######## block 1 ########
block_1/congestion_map.png
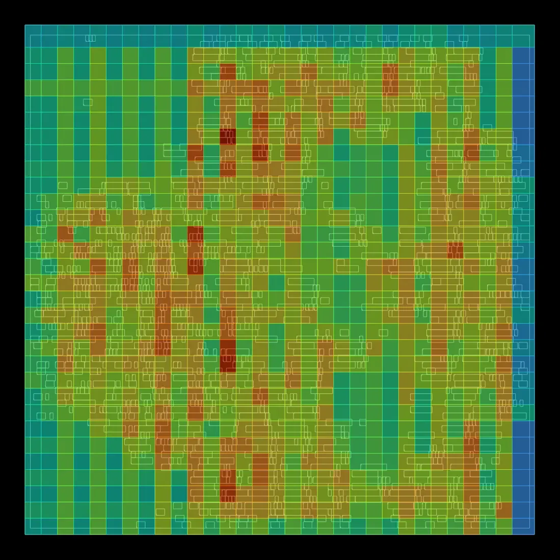

==> src/rtl/ifetch_queue.sv <==
// ifetch_queue -- instruction-fetch front end.
//
// Owns the fetch PC and issues one outstanding word read at a time to
// instruction memory. Each returned {pc, instr} pair goes into a DEPTH-entry
// FIFO, and decode takes entries from that FIFO with a valid/ready handshake.
// A redirect (taken branch or jump) flushes the FIFO and restarts fetch at
// the new PC. If a request is still in flight when the redirect arrives, that
// request is completed and its data is thrown away.
//
// Parameters:
//   DEPTH     FIFO entries; a power of 2 from 2 to 16
//   RESET_PC  fetch PC after reset
//
// Ports:
//   Clk          in   1   clock; all state changes on its rising edge
//   PcReSet      in   1   asynchronous, active-high reset
//   redirect     in   1   branch/jump taken; one-cycle pulse
//   redirect_pc  in   32  new fetch PC; bits [1:0] are forced to 00
//   imem_req     out  1   read request; registered
//   imem_addr    out  32  word address of the request; registered
//   imem_ack     in   1   read done; sampled only while imem_req=1
//   imem_rdata   in   32  read data; valid in the imem_ack cycle
//   inst_valid   out  1   FIFO non-empty
//   inst_ready   in   1   decode accepts the head entry
//   inst_word    out  32  head instruction; 0 when empty
//   inst_pc      out  32  head PC; 0 when empty
//   flush_cnt    out  16  saturating count of work discarded by redirects
//                         (present only when IFQ_FLUSH_CNT_EN is defined)
//
// Optional feature macro: IFQ_FLUSH_CNT_EN

module ifetch_queue #(
  parameter int          DEPTH    = 4,
  parameter logic [31:0] RESET_PC = 32'h0000_3000
) (
  input  logic        Clk,
  input  logic        PcReSet,
  input  logic        redirect,
  input  logic [31:0] redirect_pc,
  output logic        imem_req,
  output logic [31:0] imem_addr,
  input  logic        imem_ack,
  input  logic [31:0] imem_rdata,
  output logic        inst_valid,
  input  logic        inst_ready,
  output logic [31:0] inst_word,
  output logic [31:0] inst_pc
`ifdef IFQ_FLUSH_CNT_EN
  ,
  output logic [15:0] flush_cnt
`endif
);

  localparam int AW = (DEPTH > 1) ? $clog2(DEPTH) : 1;
  localparam logic [AW:0] C_DEPTH = (AW+1)'(DEPTH);

  typedef enum logic [1:0] {
    S_IDLE,
    S_REQ,
    S_DROP
  } state_t;

  state_t      r_state, w_state_next;
  logic        r_imem_req, w_imem_req_next;
  logic [31:0] r_imem_addr, w_imem_addr_next;
  logic [31:0] r_fetch_pc, w_fetch_pc_next;

  logic [AW:0]   r_count;
  logic [AW-1:0] r_wr_ptr, r_rd_ptr;
  logic [31:0]   r_fifo_pc   [DEPTH];
  logic [31:0]   r_fifo_word [DEPTH];

  logic        w_ack, w_pop, w_push, w_space;
  logic [31:0] w_redirect_pc;

  // In REQ and DROP, imem_req is always high, so this gating only matters in
  // IDLE. There it makes the FSM ignore a late ack.
  assign w_ack         = r_imem_req & imem_ack;
  assign w_pop         = inst_valid & inst_ready;
  // Space is reserved when a request is issued. Only one request can be
  // outstanding, and IDLE has none, so checking the occupancy is enough.
  assign w_space       = (r_count < C_DEPTH);
  assign w_redirect_pc = redirect_pc & ~32'd3;

  // ---------------- fetch FSM ----------------
  always_ff @(posedge Clk or posedge PcReSet) begin
    if (PcReSet) begin
      r_state     <= S_IDLE;
      r_imem_req  <= 1'b0;
      r_imem_addr <= RESET_PC;
      r_fetch_pc  <= RESET_PC;
    end else begin
      r_state     <= w_state_next;
      r_imem_req  <= w_imem_req_next;
      r_imem_addr <= w_imem_addr_next;
      r_fetch_pc  <= w_fetch_pc_next;
    end
  end

  always_comb begin
    w_state_next     = r_state;
    w_imem_req_next  = r_imem_req;
    w_imem_addr_next = r_imem_addr;
    w_fetch_pc_next  = r_fetch_pc;
    w_push           = 1'b0;

    case (r_state)
      S_IDLE: begin
        if (!redirect && w_space) begin
          w_imem_req_next  = 1'b1;
          w_imem_addr_next = r_fetch_pc;
          w_state_next     = S_REQ;
        end
      end
      S_REQ: begin
        if (redirect) begin
          // The request cannot be withdrawn. If the ack has not arrived yet,
          // wait in DROP and discard the data when it does.
          if (w_ack) begin
            w_imem_req_next = 1'b0;
            w_state_next    = S_IDLE;
          end else begin
            w_state_next    = S_DROP;
          end
        end else if (w_ack) begin
          w_push          = 1'b1;
          w_fetch_pc_next = r_fetch_pc + 32'd4;
          w_imem_req_next = 1'b0;
          w_state_next    = S_IDLE;
        end
      end
      S_DROP: begin
        if (w_ack) begin
          w_imem_req_next = 1'b0;
          w_state_next    = S_IDLE;
        end
      end
      default: begin
        w_imem_req_next = 1'b0;
        w_state_next    = S_IDLE;
      end
    endcase

    // A redirect overrides any PC update made above.
    if (redirect) begin
      w_fetch_pc_next = w_redirect_pc;
    end
  end

  assign imem_req  = r_imem_req;
  assign imem_addr = r_imem_addr;

  // ---------------- FIFO ----------------
  always_ff @(posedge Clk or posedge PcReSet) begin
    if (PcReSet) begin
      r_count  <= '0;
      r_wr_ptr <= '0;
      r_rd_ptr <= '0;
    end else if (redirect) begin
      // Flush. Any push or pop in the same cycle is discarded with it.
      r_count  <= '0;
      r_wr_ptr <= '0;
      r_rd_ptr <= '0;
    end else begin
      if (w_push) r_wr_ptr <= r_wr_ptr + 1'b1;
      if (w_pop)  r_rd_ptr <= r_rd_ptr + 1'b1;
      case ({w_push, w_pop})
        2'b10:   r_count <= r_count + 1'b1;
        2'b01:   r_count <= r_count - 1'b1;
        default: r_count <= r_count;
      endcase
    end
  end

  // The storage has no reset. The occupancy count alone decides which
  // entries are valid.
  always_ff @(posedge Clk) begin
    if (w_push) begin
      r_fifo_pc[r_wr_ptr]   <= r_imem_addr;
      r_fifo_word[r_wr_ptr] <= imem_rdata;
    end
  end

  assign inst_valid = (r_count != '0);
  assign inst_pc    = inst_valid ? r_fifo_pc[r_rd_ptr]   : 32'd0;
  assign inst_word  = inst_valid ? r_fifo_word[r_rd_ptr] : 32'd0;

`ifdef IFQ_FLUSH_CNT_EN
  // ---------------- flush counter ----------------
  // Each redirect adds the number of entries flushed, plus one if a
  // request is in REQ. A REQ request is discarded whether or not its ack
  // arrives in the same cycle. A request already in DROP was counted by the
  // redirect that orphaned it.
  logic [15:0] r_flush_cnt;
  logic [16:0] w_flush_sum;

  assign w_flush_sum = {1'b0, r_flush_cnt} + 17'(r_count) + 17'(r_state == S_REQ);

  always_ff @(posedge Clk or posedge PcReSet) begin
    if (PcReSet) begin
      r_flush_cnt <= 16'd0;
    end else if (redirect) begin
      r_flush_cnt <= w_flush_sum[16] ? 16'hFFFF : w_flush_sum[15:0];
    end
  end

  assign flush_cnt = r_flush_cnt;
`endif

endmodule

==> config.mk <==
export PLATFORM = sky130hd
export DESIGN_NAME = ifetch_queue
export DESIGN_NICKNAME = d
export VERILOG_FILES = /design/src/rtl/ifetch_queue.sv
export SDC_FILE = /design/constraint.sdc
export NUM_CORES = 1
export LEC_CHECK = 0
export ABC_AREA = 1
export ABC_CLOCK_PERIOD_IN_PS = 11200
export CORE_MARGIN = 2
export CORE_UTILIZATION = 30
export CTS_CLUSTER_DIAMETER = 60
export DETAILED_ROUTE_END_ITERATION = 6
export PLACE_DENSITY = 0.53
export SYNTH_ARGS = -nofsm -noshare
export SYNTH_HDL_FRONTEND = slang
export SYNTH_SLANG_ARGS = --single-unit
==> constraint.sdc <==
create_clock -name Clk -period 11.2 [get_ports Clk]
set_input_delay 1.68 -clock Clk [delete_from_list [all_inputs] [get_ports Clk]]
set_output_delay 1.68 -clock Clk [all_outputs]
set_load 0.01 [all_outputs]
######## block 2 ########
File: config.mk
export PLATFORM = sky130hd
export DESIGN_NAME = vmm_row_accumulator
export DESIGN_NICKNAME = d
export VERILOG_FILES = /design/src/rtl/vmm_pkg.sv /design/src/rtl/vmm_prod_skid.sv /design/src/rtl/vmm_row_accumulator.sv
export SDC_FILE = /design/constraint.sdc
export NUM_CORES = 1
export LEC_CHECK = 0
export CORE_MARGIN = 2
export CORE_UTILIZATION = 32
export DETAILED_ROUTE_END_ITERATION = 12
export HOLD_SLACK_MARGIN = 0.12
export PLACE_DENSITY = 0.49
export SLEW_MARGIN = 10
export SYNTH_ARGS = -nofsm -noshare
export SYNTH_HDL_FRONTEND = slang
export SYNTH_SLANG_ARGS = --single-unit
File: constraint.sdc
create_clock -name clk -period 11.9 [get_ports clk]
set_input_delay 2.38 -clock clk [delete_from_list [all_inputs] [get_ports clk]]
set_output_delay 2.38 -clock clk [all_outputs]
set_load 0.02 [all_outputs]
File: src/rtl/vmm_pkg.sv
// Shared definitions for the vector-matrix row accumulator: widths, FSM encoding
// and the saturating adder used to fold multiplier products into a row sum.
package vmm_pkg;

    localparam int N_TERMS_DEF = 16;
    localparam int PROD_W_DEF  = 32;
    localparam int ACC_W_DEF   = 40;
    localparam int SAT_W       = 64;  // widest accumulator sat_add supports

    typedef enum logic [1:0] {
        ST_IDLE  = 2'd0,
        ST_ACCUM = 2'd1,
        ST_OUT   = 2'd2
    } state_t;

    // Unsigned add clamped to 2^w-1; ovf reports that the clamp engaged.
    function automatic logic [SAT_W-1:0] sat_add(
        input  logic [SAT_W-1:0] a,
        input  logic [SAT_W-1:0] b,
        input  int unsigned      w,
        output logic             ovf
    );
        logic [SAT_W:0] sum;
        logic [SAT_W:0] lim;
        sum = {1'b0, a} + {1'b0, b};
        lim = ((SAT_W+1)'(1) << w) - (SAT_W+1)'(1);
        ovf = (sum > lim);
        return ovf ? lim[SAT_W-1:0] : sum[SAT_W-1:0];
    endfunction

endpackage

File: src/rtl/vmm_prod_skid.sv
// One-entry holding slot for a product that arrives while the finished row
// result is still waiting for its consumer; records a sticky loss flag.
module vmm_prod_skid #(
    parameter int W = 32
) (
    input  logic         clk,
    input  logic         rst_n,
    input  logic         clr,
    input  logic         push,
    input  logic         pop,
    input  logic [W-1:0] din,
    output logic         full,
    output logic [W-1:0] dout,
    output logic         drop
);

    logic         full_reg;
    logic [W-1:0] data_reg;
    logic         drop_reg;

    always_ff @(posedge clk or negedge rst_n) begin
        if (!rst_n) begin
            full_reg <= 1'b0;
            data_reg <= '0;
            drop_reg <= 1'b0;
        end else begin
            // A push onto an occupied slot loses the incoming product.
            if (push && full_reg)
                drop_reg <= 1'b1;
            if (clr || pop)
                full_reg <= 1'b0;
            else if (push)
                full_reg <= 1'b1;
            if (push && !full_reg && !clr)
                data_reg <= din;
        end
    end

    assign full = full_reg;
    assign dout = data_reg;
    assign drop = drop_reg;

endmodule

File: src/rtl/vmm_row_accumulator.sv
// Sums N_TERMS multiplier products (captured on rising mul_done) into a
// saturated row result presented on a valid/ready output.
module vmm_row_accumulator
    import vmm_pkg::*;
#(
    parameter int N_TERMS = N_TERMS_DEF,
    parameter int PROD_W  = PROD_W_DEF,
    parameter int ACC_W   = ACC_W_DEF,
    localparam int CNT_W  = $clog2(N_TERMS) + 1
) (
    input  logic              clk,
    input  logic              rst_n,
    input  logic              row_start,
    input  logic              mul_done,
    input  logic [PROD_W-1:0] mul_product,
    input  logic              out_ready,
    output logic              out_valid,
    output logic [ACC_W-1:0]  out_sum,
    output logic              out_ovf,
    output logic [CNT_W-1:0]  term_cnt,
    output logic              busy,
    output logic              drop_err
);

    state_t             state_reg, state_next;
    logic [ACC_W-1:0]   acc_reg, acc_next;
    logic [CNT_W-1:0]   cnt_reg, cnt_next;
    logic               ovf_reg, ovf_next;
    logic               valid_reg, valid_next;
    logic [ACC_W-1:0]   sum_reg, sum_next;
    logic               done_q_reg;

    logic               cap, hs, do_add, add_ovf;
    logic [PROD_W-1:0]  add_val;
    logic [ACC_W-1:0]   add_sum;
    logic [CNT_W-1:0]   cnt_inc;
    logic               skid_clr, skid_push, skid_pop, pend_full;
    logic [PROD_W-1:0]  pend_data;

    vmm_prod_skid #(.W(PROD_W)) u_skid (
        .clk   (clk),
        .rst_n (rst_n),
        .clr   (skid_clr),
        .push  (skid_push),
        .pop   (skid_pop),
        .din   (mul_product),
        .full  (pend_full),
        .dout  (pend_data),
        .drop  (drop_err)
    );

    assign cap = mul_done & ~done_q_reg;
    assign hs  = valid_reg & out_ready;

    always_comb begin
        state_next = state_reg;
        acc_next   = acc_reg;
        cnt_next   = cnt_reg;
        ovf_next   = ovf_reg;
        valid_next = valid_reg;
        sum_next   = sum_reg;
        skid_clr   = 1'b0;
        skid_push  = 1'b0;
        skid_pop   = 1'b0;
        do_add     = 1'b0;
        add_val    = mul_product;

        if (row_start) begin
            state_next = ST_ACCUM;
            acc_next   = '0;
            cnt_next   = '0;
            ovf_next   = 1'b0;
            valid_next = 1'b0;
            skid_clr   = 1'b1;
            do_add     = cap;
        end else begin
            case (state_reg)
                ST_ACCUM: do_add = cap;
                ST_OUT: begin
                    if (hs) begin
                        state_next = ST_ACCUM;
                        acc_next   = '0;
                        cnt_next   = '0;
                        ovf_next   = 1'b0;
                        valid_next = 1'b0;
                        // A parked product opens the next row; a fresh one
                        // arriving alongside it has nowhere to go.
                        if (pend_full) begin
                            skid_pop  = 1'b1;
                            do_add    = 1'b1;
                            add_val   = pend_data;
                            skid_push = cap;
                        end else begin
                            do_add = cap;
                        end
                    end else begin
                        skid_push = cap;
                    end
                end
                default: ;
            endcase
        end

        add_sum = ACC_W'(sat_add(SAT_W'(acc_next), SAT_W'(add_val), ACC_W, add_ovf));
        cnt_inc = cnt_next + CNT_W'(1);

        if (do_add) begin
            acc_next = add_sum;
            cnt_next = cnt_inc;
            ovf_next = ovf_next | add_ovf;
            if (cnt_inc == CNT_W'(N_TERMS)) begin
                sum_next   = add_sum;
                valid_next = 1'b1;
                state_next = ST_OUT;
            end
        end
    end

    always_ff @(posedge clk or negedge rst_n) begin
        if (!rst_n) begin
            state_reg  <= ST_IDLE;
            acc_reg    <= '0;
            cnt_reg    <= '0;
            ovf_reg    <= 1'b0;
            valid_reg  <= 1'b0;
            sum_reg    <= '0;
            done_q_reg <= 1'b1;  // a done level already high at release is not a new product
        end else begin
            state_reg  <= state_next;
            acc_reg    <= acc_next;
            cnt_reg    <= cnt_next;
            ovf_reg    <= ovf_next;
            valid_reg  <= valid_next;
            sum_reg    <= sum_next;
            done_q_reg <= mul_done;
        end
    end

    assign out_valid = valid_reg;
    assign out_sum   = sum_reg;
    assign out_ovf   = ovf_reg;
    assign term_cnt  = cnt_reg;
    assign busy      = (state_reg == ST_ACCUM) || (state_reg == ST_OUT);

endmodule
######## block 3 ########
<file path="src/rtl/ring_move_scheduler_pkg.sv">
// Shared types and helpers for the ring move scheduler: FSM state encoding and
// the shortest-direction decision used on every ring step.
package ring_sched_pkg;

  typedef enum logic [1:0] {
    IDLE = 2'd0,
    MOVE = 2'd1,
    DONE = 2'd2
  } state_t;

  // Forward distance (target-pos) mod n; half-way ties resolve to +1.
  function automatic logic dir_up(input int pos, input int target, input int n);
    int d;
    d = (target - pos + n) % n;
    return (d <= n / 2);
  endfunction

endpackage

</file>
<file path="src/rtl/ring_move_scheduler_if.sv">
// Request/completion bundle between two client requesters and the scheduler.
// Slot 0 of each vector belongs to requester 0, slot 1 to requester 1.
interface ring_move_scheduler_if #(
  parameter int N_POS = 4
);
  localparam int PW = $clog2(N_POS);

  logic [1:0]      req_valid;
  logic [2*PW-1:0] req_target;
  logic [1:0]      req_ready;
  logic [1:0]      done;

  modport master (
    output req_valid,
    output req_target,
    input  req_ready,
    input  done
  );

  modport slave (
    input  req_valid,
    input  req_target,
    output req_ready,
    output done
  );

endinterface

</file>
<file path="src/rtl/ring_move_scheduler_rr_arbiter2.sv">
// Two-way round-robin grant: a lone requester always wins, a tie goes to the
// requester named by rr_ptr_i.
module rr_arbiter2 (
  input  logic [1:0] valid_i,
  input  logic       rr_ptr_i,
  output logic [1:0] grant_o
);

  always_comb begin
    grant_o = valid_i;
    if (valid_i == 2'b11) begin
      grant_o = rr_ptr_i ? 2'b10 : 2'b01;
    end
  end

endmodule

</file>
<file path="src/rtl/ring_move_scheduler.sv">
// Ring move scheduler: accepts one target at a time from two requesters and walks
// the ring one position every STEP_DIV cycles along the shorter direction.
module ring_move_scheduler
  import ring_sched_pkg::*;
#(
  parameter  int N_POS    = 4,
  parameter  int STEP_DIV = 4,
  localparam int PW       = $clog2(N_POS)
) (
  input  logic                  clock,
  input  logic                  reset,
  ring_move_scheduler_if.slave  req_if,
  output logic                  step_en,
  output logic                  up,
  output logic [PW-1:0]         pos,
  output logic                  busy
);

  localparam int CW = $clog2(STEP_DIV + 1);
  localparam logic [CW-1:0] CNT_RELOAD = CW'(STEP_DIV - 1);

  state_t        state_q, state_d;
  logic [PW-1:0] pos_q, pos_d;
  logic [PW-1:0] target_q, target_d;
  logic [CW-1:0] cnt_q, cnt_d;
  logic          owner_q, owner_d;
  logic          rr_q, rr_d;

  logic [1:0]    grant;
  logic [PW-1:0] tgt_sel;
  logic          dir;
  logic          step_now;
  logic [PW-1:0] pos_step;

  rr_arbiter2 u_arb (
    .valid_i  (req_if.req_valid),
    .rr_ptr_i (rr_q),
    .grant_o  (grant)
  );

  assign tgt_sel  = grant[1] ? req_if.req_target[2*PW-1:PW] : req_if.req_target[PW-1:0];
  assign dir      = dir_up(int'(pos_q), int'(target_q), N_POS);
  assign step_now = (state_q == MOVE) && (cnt_q == '0);
  assign pos_step = dir ? (pos_q + PW'(1)) : (pos_q - PW'(1));

  always_comb begin
    state_d  = state_q;
    pos_d    = pos_q;
    target_d = target_q;
    cnt_d    = cnt_q;
    owner_d  = owner_q;
    rr_d     = rr_q;
    case (state_q)
      IDLE: begin
        if (grant != 2'b00) begin
          target_d = tgt_sel;
          owner_d  = grant[1];
          if (tgt_sel == pos_q) begin
            state_d = DONE;
          end else begin
            state_d = MOVE;
            cnt_d   = CNT_RELOAD;
          end
        end
      end
      MOVE: begin
        if (cnt_q == '0) begin
          pos_d = pos_step;
          if (pos_step == target_q) begin
            state_d = DONE;
          end else begin
            cnt_d = CNT_RELOAD;
          end
        end else begin
          cnt_d = cnt_q - CW'(1);
        end
      end
      DONE: begin
        // The requester just served yields priority on the next tie.
        rr_d    = ~owner_q;
        state_d = IDLE;
      end
      default: begin
        state_d = IDLE;
      end
    endcase
  end

  always_ff @(posedge clock) begin
    if (reset) begin
      state_q <= IDLE;
      pos_q   <= '0;
      cnt_q   <= '0;
      rr_q    <= 1'b0;
    end else begin
      state_q <= state_d;
      pos_q   <= pos_d;
      cnt_q   <= cnt_d;
      rr_q    <= rr_d;
    end
  end

  // Target and owner are only consumed after an accept, so they carry no reset.
  always_ff @(posedge clock) begin
    target_q <= target_d;
    owner_q  <= owner_d;
  end

  assign req_if.req_ready = ((state_q == IDLE) && !reset) ? grant : 2'b00;
  assign req_if.done      = (state_q == DONE) ? (owner_q ? 2'b10 : 2'b01) : 2'b00;
  assign step_en          = step_now;
  assign up               = step_now & dir;
  assign pos              = pos_q;
  assign busy             = (state_q != IDLE);

endmodule

</file>
<file path="src/flat_wrapper.sv">
// flat-port wrapper written by rule: the top's interface ports become plain ports
module ring_move_scheduler_flat import ring_sched_pkg::*;
#(
  parameter  int N_POS    = 4,
  parameter  int STEP_DIV = 4,
  localparam int PW       = $clog2(N_POS)
)
  (clock, reset, step_en, up, pos, busy, req_if_req_valid, req_if_req_target, req_if_req_ready, req_if_done);
  ring_move_scheduler_if #(.N_POS(N_POS)) req_if_i ();
  input  logic clock;
  input  logic reset;
  output logic step_en;
  output logic up;
  output logic [PW-1:0] pos;
  output logic busy;
  input wire logic [$bits(req_if_i.req_valid)-1:0] req_if_req_valid;
  input wire logic [$bits(req_if_i.req_target)-1:0] req_if_req_target;
  output wire logic [$bits(req_if_i.req_ready)-1:0] req_if_req_ready;
  output wire logic [$bits(req_if_i.done)-1:0] req_if_done;
  assign req_if_i.req_valid = req_if_req_valid;
  assign req_if_i.req_target = req_if_req_target;
  assign req_if_req_ready = req_if_i.req_ready;
  assign req_if_done = req_if_i.done;
  ring_move_scheduler #(.N_POS(N_POS), .STEP_DIV(STEP_DIV)) u_core (.clock(clock), .reset(reset), .req_if(req_if_i), .step_en(step_en), .up(up), .pos(pos), .busy(busy));
endmodule
</file>
<file path="config.mk">
export PLATFORM = sky130hd
export DESIGN_NAME = ring_move_scheduler_flat
export DESIGN_NICKNAME = d
export VERILOG_FILES = /design/src/rtl/ring_move_scheduler_pkg.sv /design/src/rtl/ring_move_scheduler_if.sv /design/src/rtl/ring_move_scheduler_rr_arbiter2.sv /design/src/rtl/ring_move_scheduler.sv /design/src/flat_wrapper.sv
export SDC_FILE = /design/constraint.sdc
export NUM_CORES = 1
export LEC_CHECK = 0
export CAP_MARGIN = 20
export CORE_AREA = 8 8 52 54
export CTS_CLUSTER_SIZE = 28
export DETAILED_ROUTE_END_ITERATION = 12
export DIE_AREA = 0 0 60 62
export GPL_TIMING_DRIVEN = 0
export PLACE_DENSITY_LB_ADDON = 0.05
export RECOVER_POWER = 25
export SYNTH_ARGS = -nofsm -noshare
export SYNTH_HDL_FRONTEND = slang
export SYNTH_SLANG_ARGS = --single-unit
</file>
<file path="constraint.sdc">
create_clock -name clock -period 1.5 [get_ports clock]
set_input_delay 0.3 -clock clock [delete_from_list [all_inputs] [get_ports clock]]
set_output_delay 0.3 -clock clock [all_outputs]
set_load 0.005 [all_outputs]
</file>
block_1/layers.png
Scale bar: 50 um.
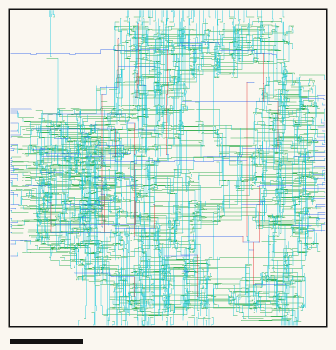
layer	color	wire length
M2	cyan	16400 um
M4	red	707 um
M1	green	16300 um
M3	blue	1520 um

## Picture notes: block_1/congestion_map.png
grt peak-use layer: met2
met2 Usage GRT: 24.31%
met3 Use GR: 2.653%
total global-route track usage: 14.97%
fin util: 38.10%

==> GITHUB_STEP_SUMMARY, block 1 <==
### Yosys + OpenROAD results

| Metric | Value |
|---|---|
| Yosys stat chip area | `13540 um2` |
| CP required | `9.52 ns` |
| Final Wtd Congestion | `0.8703` |
| Hold Path Class | `flip-flop to flip-flop` |
| Setup_tns | `0 ns` |
| Reg area | `roughly 9200 um2` |
| P_leak | `6.119 nW` |
| XOR/XNOR Area Share | `0.4528%` |
| FF+latch count | `~320` |
| Main logic family | `simple AND/OR/NAND/NOR gates` |
| Layout cell share with drive strength beyond 1 | `7.390%` |
| Async S/R FF share, synth | `22.01%` |
| Critical Path Max Stage Delay | `0.90 ns` |
| H-tree Lvls | `2` |
| Worst R2R End | `r_fifo_pc[2][29]` |
| Top cells by count | `nor2_1, edfxtp_1, nand2_1, o21ai_0, a21oi_1` |
| Top cell category | `sequential cells` |
| Run status | `completed` |
| Ys cells | `1269` |
| RSZ-0062 raised after global routing | `false` |
| Hold endpoint | `r_fetch_pc[13]` |
| Multi-input gates | `828` |
| Critical path depth in cells | `5` |
| Sequential power | `0.00159 W` |
| YS warnings | `0` |
| Cell type with the largest total area | `edfxtp_1` |
| TritonCTS Buffers | `38` |
| Total Wirelength | `about 35 mm` |
| Logic area | `3839 um2` |
| Int Power | `approximately 0.0026 W` |
| Simple share | `16.88%` |
| R2R depth | `7` |
## block 1: per-layer routing
layer | wire length, um | track usage (%)
met1 | 16280 | 20.38
met2 | 16400 | 24.31
met3 | 1520 | 2.653
met4 | 707 | 4.726
met5 | 0 | 0
## block 1: registers in the layout, summed over array words and instances, names as in the netlist
register and cells:
r_fifo_word 128, r_fifo_pc 120, imem_addr 30, r_fetch_pc 30, r_count 3, r_rd_ptr 2, r_state 2, r_wr_ptr 2
imem_req 1
## block 1: placed cells by master, fill, tap and decap left out, types with 2 or more instances in the layout
master,synthesis,routed
nand3_1,50,50
clkinv_2,1,5
nand4_1,2,2
nand2_4,2,2
inv_2,6,7
nand2_1,176,176
ha_1,9,9
o21ai_1,4,4
clkbuf_1,31,12
nor2_2,4,4
o21ai_0,164,164
mux2_1,2,2
nand3_2,3,3
dfstp_2,4,4
xor2_1,6,6
nor2_4,9,13
nor2_1,300,296
nand2_2,2,2
mux2_2,2,2
nor3_1,3,3
clkbuf_16,0,41
edfxtp_1,248,248
inv_6,0,4
o211ai_1,5,5
clkdlybuf4s50_1,0,160
clkinv_1,0,4
clkbuf_8,0,3
buf_4,10,12
inv_1,54,53
conb_1,1,4
dfrtp_1,66,64
a21oi_1,72,72
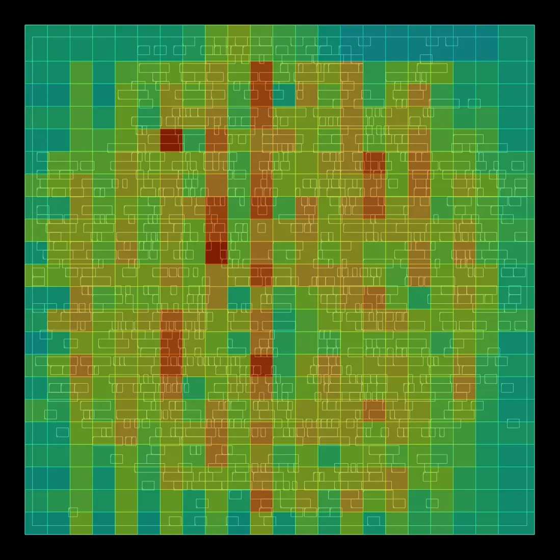
block_2/congestion_map.png
met2 Usage GRT: 24.29%
met3 Use GR: 2.639%
Avg WL per Cell: 15.84 um
met1 usage: 22.59%
grt peak-use layer: met2

==> GITHUB_STEP_SUMMARY, block 2 <==
### Yosys + OpenROAD results

| Metric | Value |
|---|---|
| Run status | `completed` |
| Worst Path Buf+Inv | `4` |
| Global-route wire length before repair | `a little over 30 mm` |
| Critical path fanouts, max | `34` |
| Slowest-stage cell, CP | `clkdlybuf4s50_1` |
| Cell with the most instances after synthesis | `dfrtp_1` |
| Avg Cell Area, Syn | `9.441 um2` |
| Critical Path Max Stage Delay | `approximately 0.58 ns` |
| Init Core Util | `approximately 33%` |
| Flop-to-flop setup slack | `6.95 ns` |
| Final tally of setup violations | `0` |
| Unique cell types | `64` |
| Metal-1 WL | `9.394 mm` |
| Worst slew margin | `29.91%` |
| Clock sinks | `124` |
| Inst Count DP | `approximately 1100` |
| Root Buffer | `clkbuf_16` |
| Hold slack | `between 0.4 and 0.5 ns` |
| Sequential power | `0.000439 W` |
| Ys cells | `783` |
| Startpoint type of the worst setup path | `primary input` |
| Total Wirelength | `around 18 mm` |
| CP required | `12.22 ns` |
| Switching power | `0.0003037 W` |
| Clock Skews | `0.01423 ns` |
| Data arrival, critical path | `7.06 ns` |
| Worst VDD drop | `0.08744 mV` |
| Pwr Total | `about 0.0011 W` |
| Die H | `156.0 um` |
| R2R depth | `19` |
| Most used flip-flop cell | `dfrtp_1` |
| Setup crit end kind | `flip-flop` |
| Cell type with the largest total area | `dfrtp_1` |
| Reg2reg start | `state_reg[0]` |
| Clock-pin slew on the worst setup and hold paths | `0.06 ns` |
[block 2: cell families (layout without fill, tap and decap cells)]
group,count (synthesis),count (layout),synth area share [%]
xor gates and xnor gates,36,36,4.265
adders and majority gates,36,36,6.195
DFF,124,124,41.99
and+or+nand+nor,272,272,17.67
AOI/OAI and AO/OA,193,193,16.32
muxes,69,69,10.44
buffers and inverters,53,140,3.114
[block 2: area by class of cell]
| class | instances | area [um2] |
|---|---|---|
| Tap cell | 285 | 356.6 |
| Inverter | 16 | 60.06 |
| Fill cell | 2280 | 13570 |
| Clock buffer | 22 | 484.2 |
| Sequential cell | 124 | 3104 |
| Timing Repair Buffer | 92 | 900.9 |
| Multi-Input combinational cell | 606 | 4078 |
| Clock inverter | 10 | 90.09 |
[block 2: worst max path at each step]
stage                     slack (ns)  cells after the start           to
after global placement          4.82                     18  acc_reg[34]
after CTS                       5.12                     18  acc_reg[34]
final                           5.16                     18  acc_reg[34]
after detailed placement        4.68                     18  acc_reg[34]
after floorplan                 6.10                     14  acc_reg[28]
after global routing            4.74                     18  acc_reg[34]
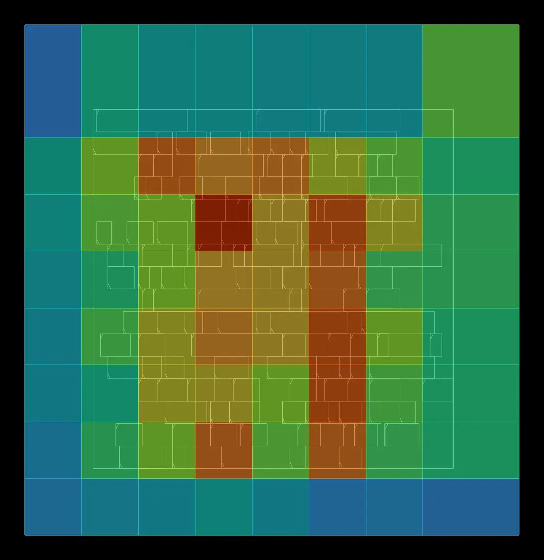
block_3/congestion_map.png
met2 Usage GRT: 21.85%
Avg WL per Cell: 14.69 um

==> GITHUB_STEP_SUMMARY, block 3 <==
### Yosys + OpenROAD results

| Metric | Value |
|---|---|
| Run status | `finished with violations` |
| Failing checks | `negative setup slack` |
| Register share of the cell area | `21.14%` |
| IO buf count | `14` |
| IO Count | `17` |
| Clock network power share | `9.6%` |
| Mapped Area | `804.5 um2` |
| CTS tree | `built` |
| Reg2reg start | `u_core.pos[1]` |
| PnR worst setup slack | `-0.1748 ns` |
| Non-Clock Inverter Count | `8` |
| Critical Path Max Stage Delay | `0.38 ns` |
| Clock Skews | `0.004553 ns` |
| Die area | `around 3700 um2` |
| H-tree Lvls | `1` |
| Hold Path Class | `primary input to flip-flop` |
| Hold_buf cts | `0` |
| Grt peak-use layer | `met2` |
| Met3 Use GR | `roughly 5.6%` |
| Worst VDD drop | `0.8964 mV` |
| CP Capture Point | `up` |
| Final Max Slew Viols | `0` |
| Yosys stat chip area | `804.5 um2` |
| Final tally of setup violations | `6` |
## block 3: per-stage QoR
stage	TNS (ns)	cell area (um2)	util, %	setup slack, ns	power [W]
3_5_place_dp	-5.324	978.4	51.45	-0.5481	0.001396
3_3_place_gp	-5.342	978.4	51.45	-0.5482	0.001382
6_report	-0.3656	1225	64.41	-0.1748	0.002149
4_1_cts	-0.3455	1159	60.92	-0.2152	0.001934
2_1_floorplan	0	804.5	-	0.03849	0.001107
5_1_grt	-1.028	1225	64.41	-0.2881	0.002322
## block 3: state kept, by name, summed over array words and instances, names as in the netlist
signal / cells
u_core.cnt_q: 3
u_core.owner_q: 1
u_core.pos: 2
u_core.rr_q: 1
u_core.state_q: 2
u_core.target_q: 2
## block 3: cells in the final DEF, fill, tap and decap left out, types with 2 or more instances in the layout
cell type and count:
a21oi_1 3, inv_2 3, edfxtp_1 3, nor2_1 6, buf_6 3, dlygate4sd2_1 4, nor3_1 2, nor2b_1 5
dfxtp_2 4, nor3_2 3, mux2_2 2, clkbuf_4 3, inv_1 2, inv_4 2, dfxtp_1 3, a31oi_1 3
nand4b_1 4, nand2b_4 2, nand3_2 2, buf_4 17, xnor2_1 2, nand2_1 7, buf_2 4, clkdlybuf4s50_1 4
ha_4 2

==> gallery <==
Register map, names as in the netlist.
(a)
Scale bar: 50 um. Other sequential cells in the stronger gray, the rest of the logic in the fainter gray.
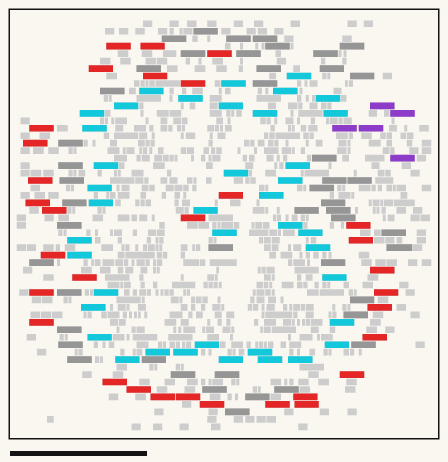
(b)
Scale bar: 50 um. Other sequential cells in the stronger gray, the rest of the logic in the fainter gray.
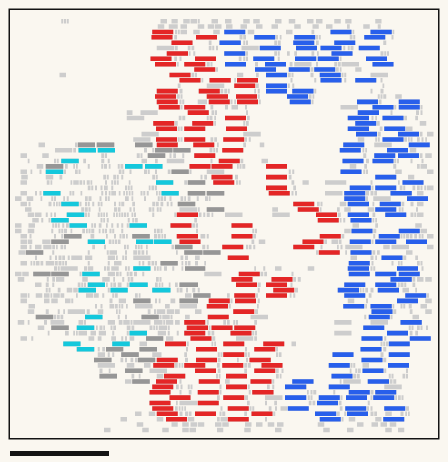
(c)
Scale bar: 20 um. Other sequential cells in the stronger gray, the rest of the logic in the fainter gray.
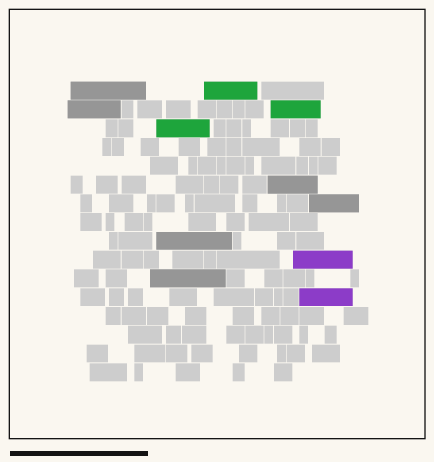
The one with the most sequential cells is (b).
For block 1, see (b).
For block 3, see (c).
For block 2, see (a).



==> notes/layouts.md <==
Pictures saved along the way, in no particular order.

A small window of the routed layout.
panel A
Scale bar: 5 um. Window x 20 to 40, y 33 to 53 um. Cells in gray, sequential cells in the stronger gray; small squares are vias.
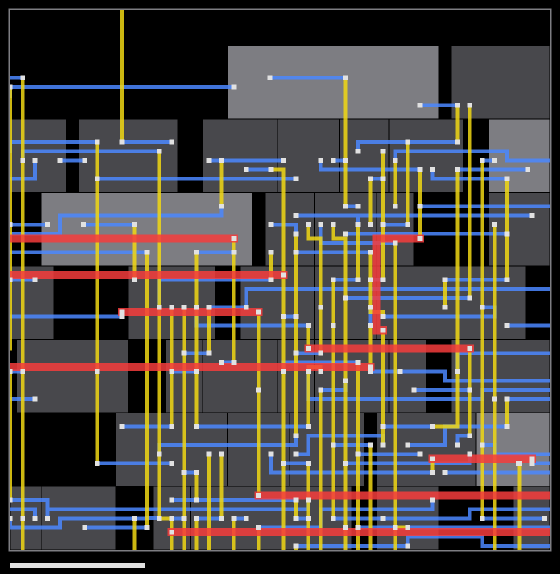
panel B
Scale bar: 5 um. Window x 68 to 88, y 99 to 119 um. Cells in gray, sequential cells in the stronger gray; small squares are vias.
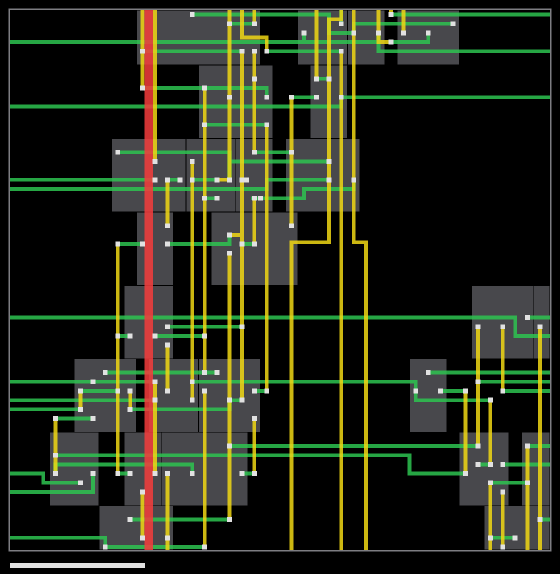
panel C
Scale bar: 5 um. Window x 98 to 118, y 142 to 162 um. Cells in gray, sequential cells in the stronger gray; small squares are vias.
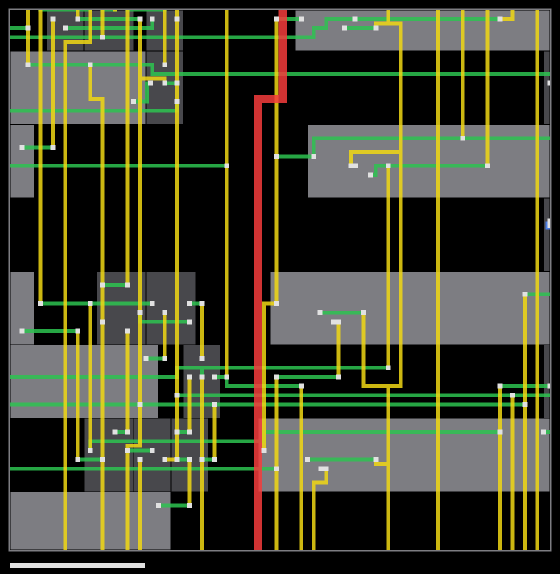
Block 3 is panel A.
Block 1 is panel C.
Block 2 is panel B.

Key to panel B:
layer	color
M1	green
M4	red
M2	yellow
sequential cells in the window	0
cells with their middle in the window	24
most frequent	o21bai_1 (3), nand2_1 (3)

Power is estimated from default activity; no workload was simulated.
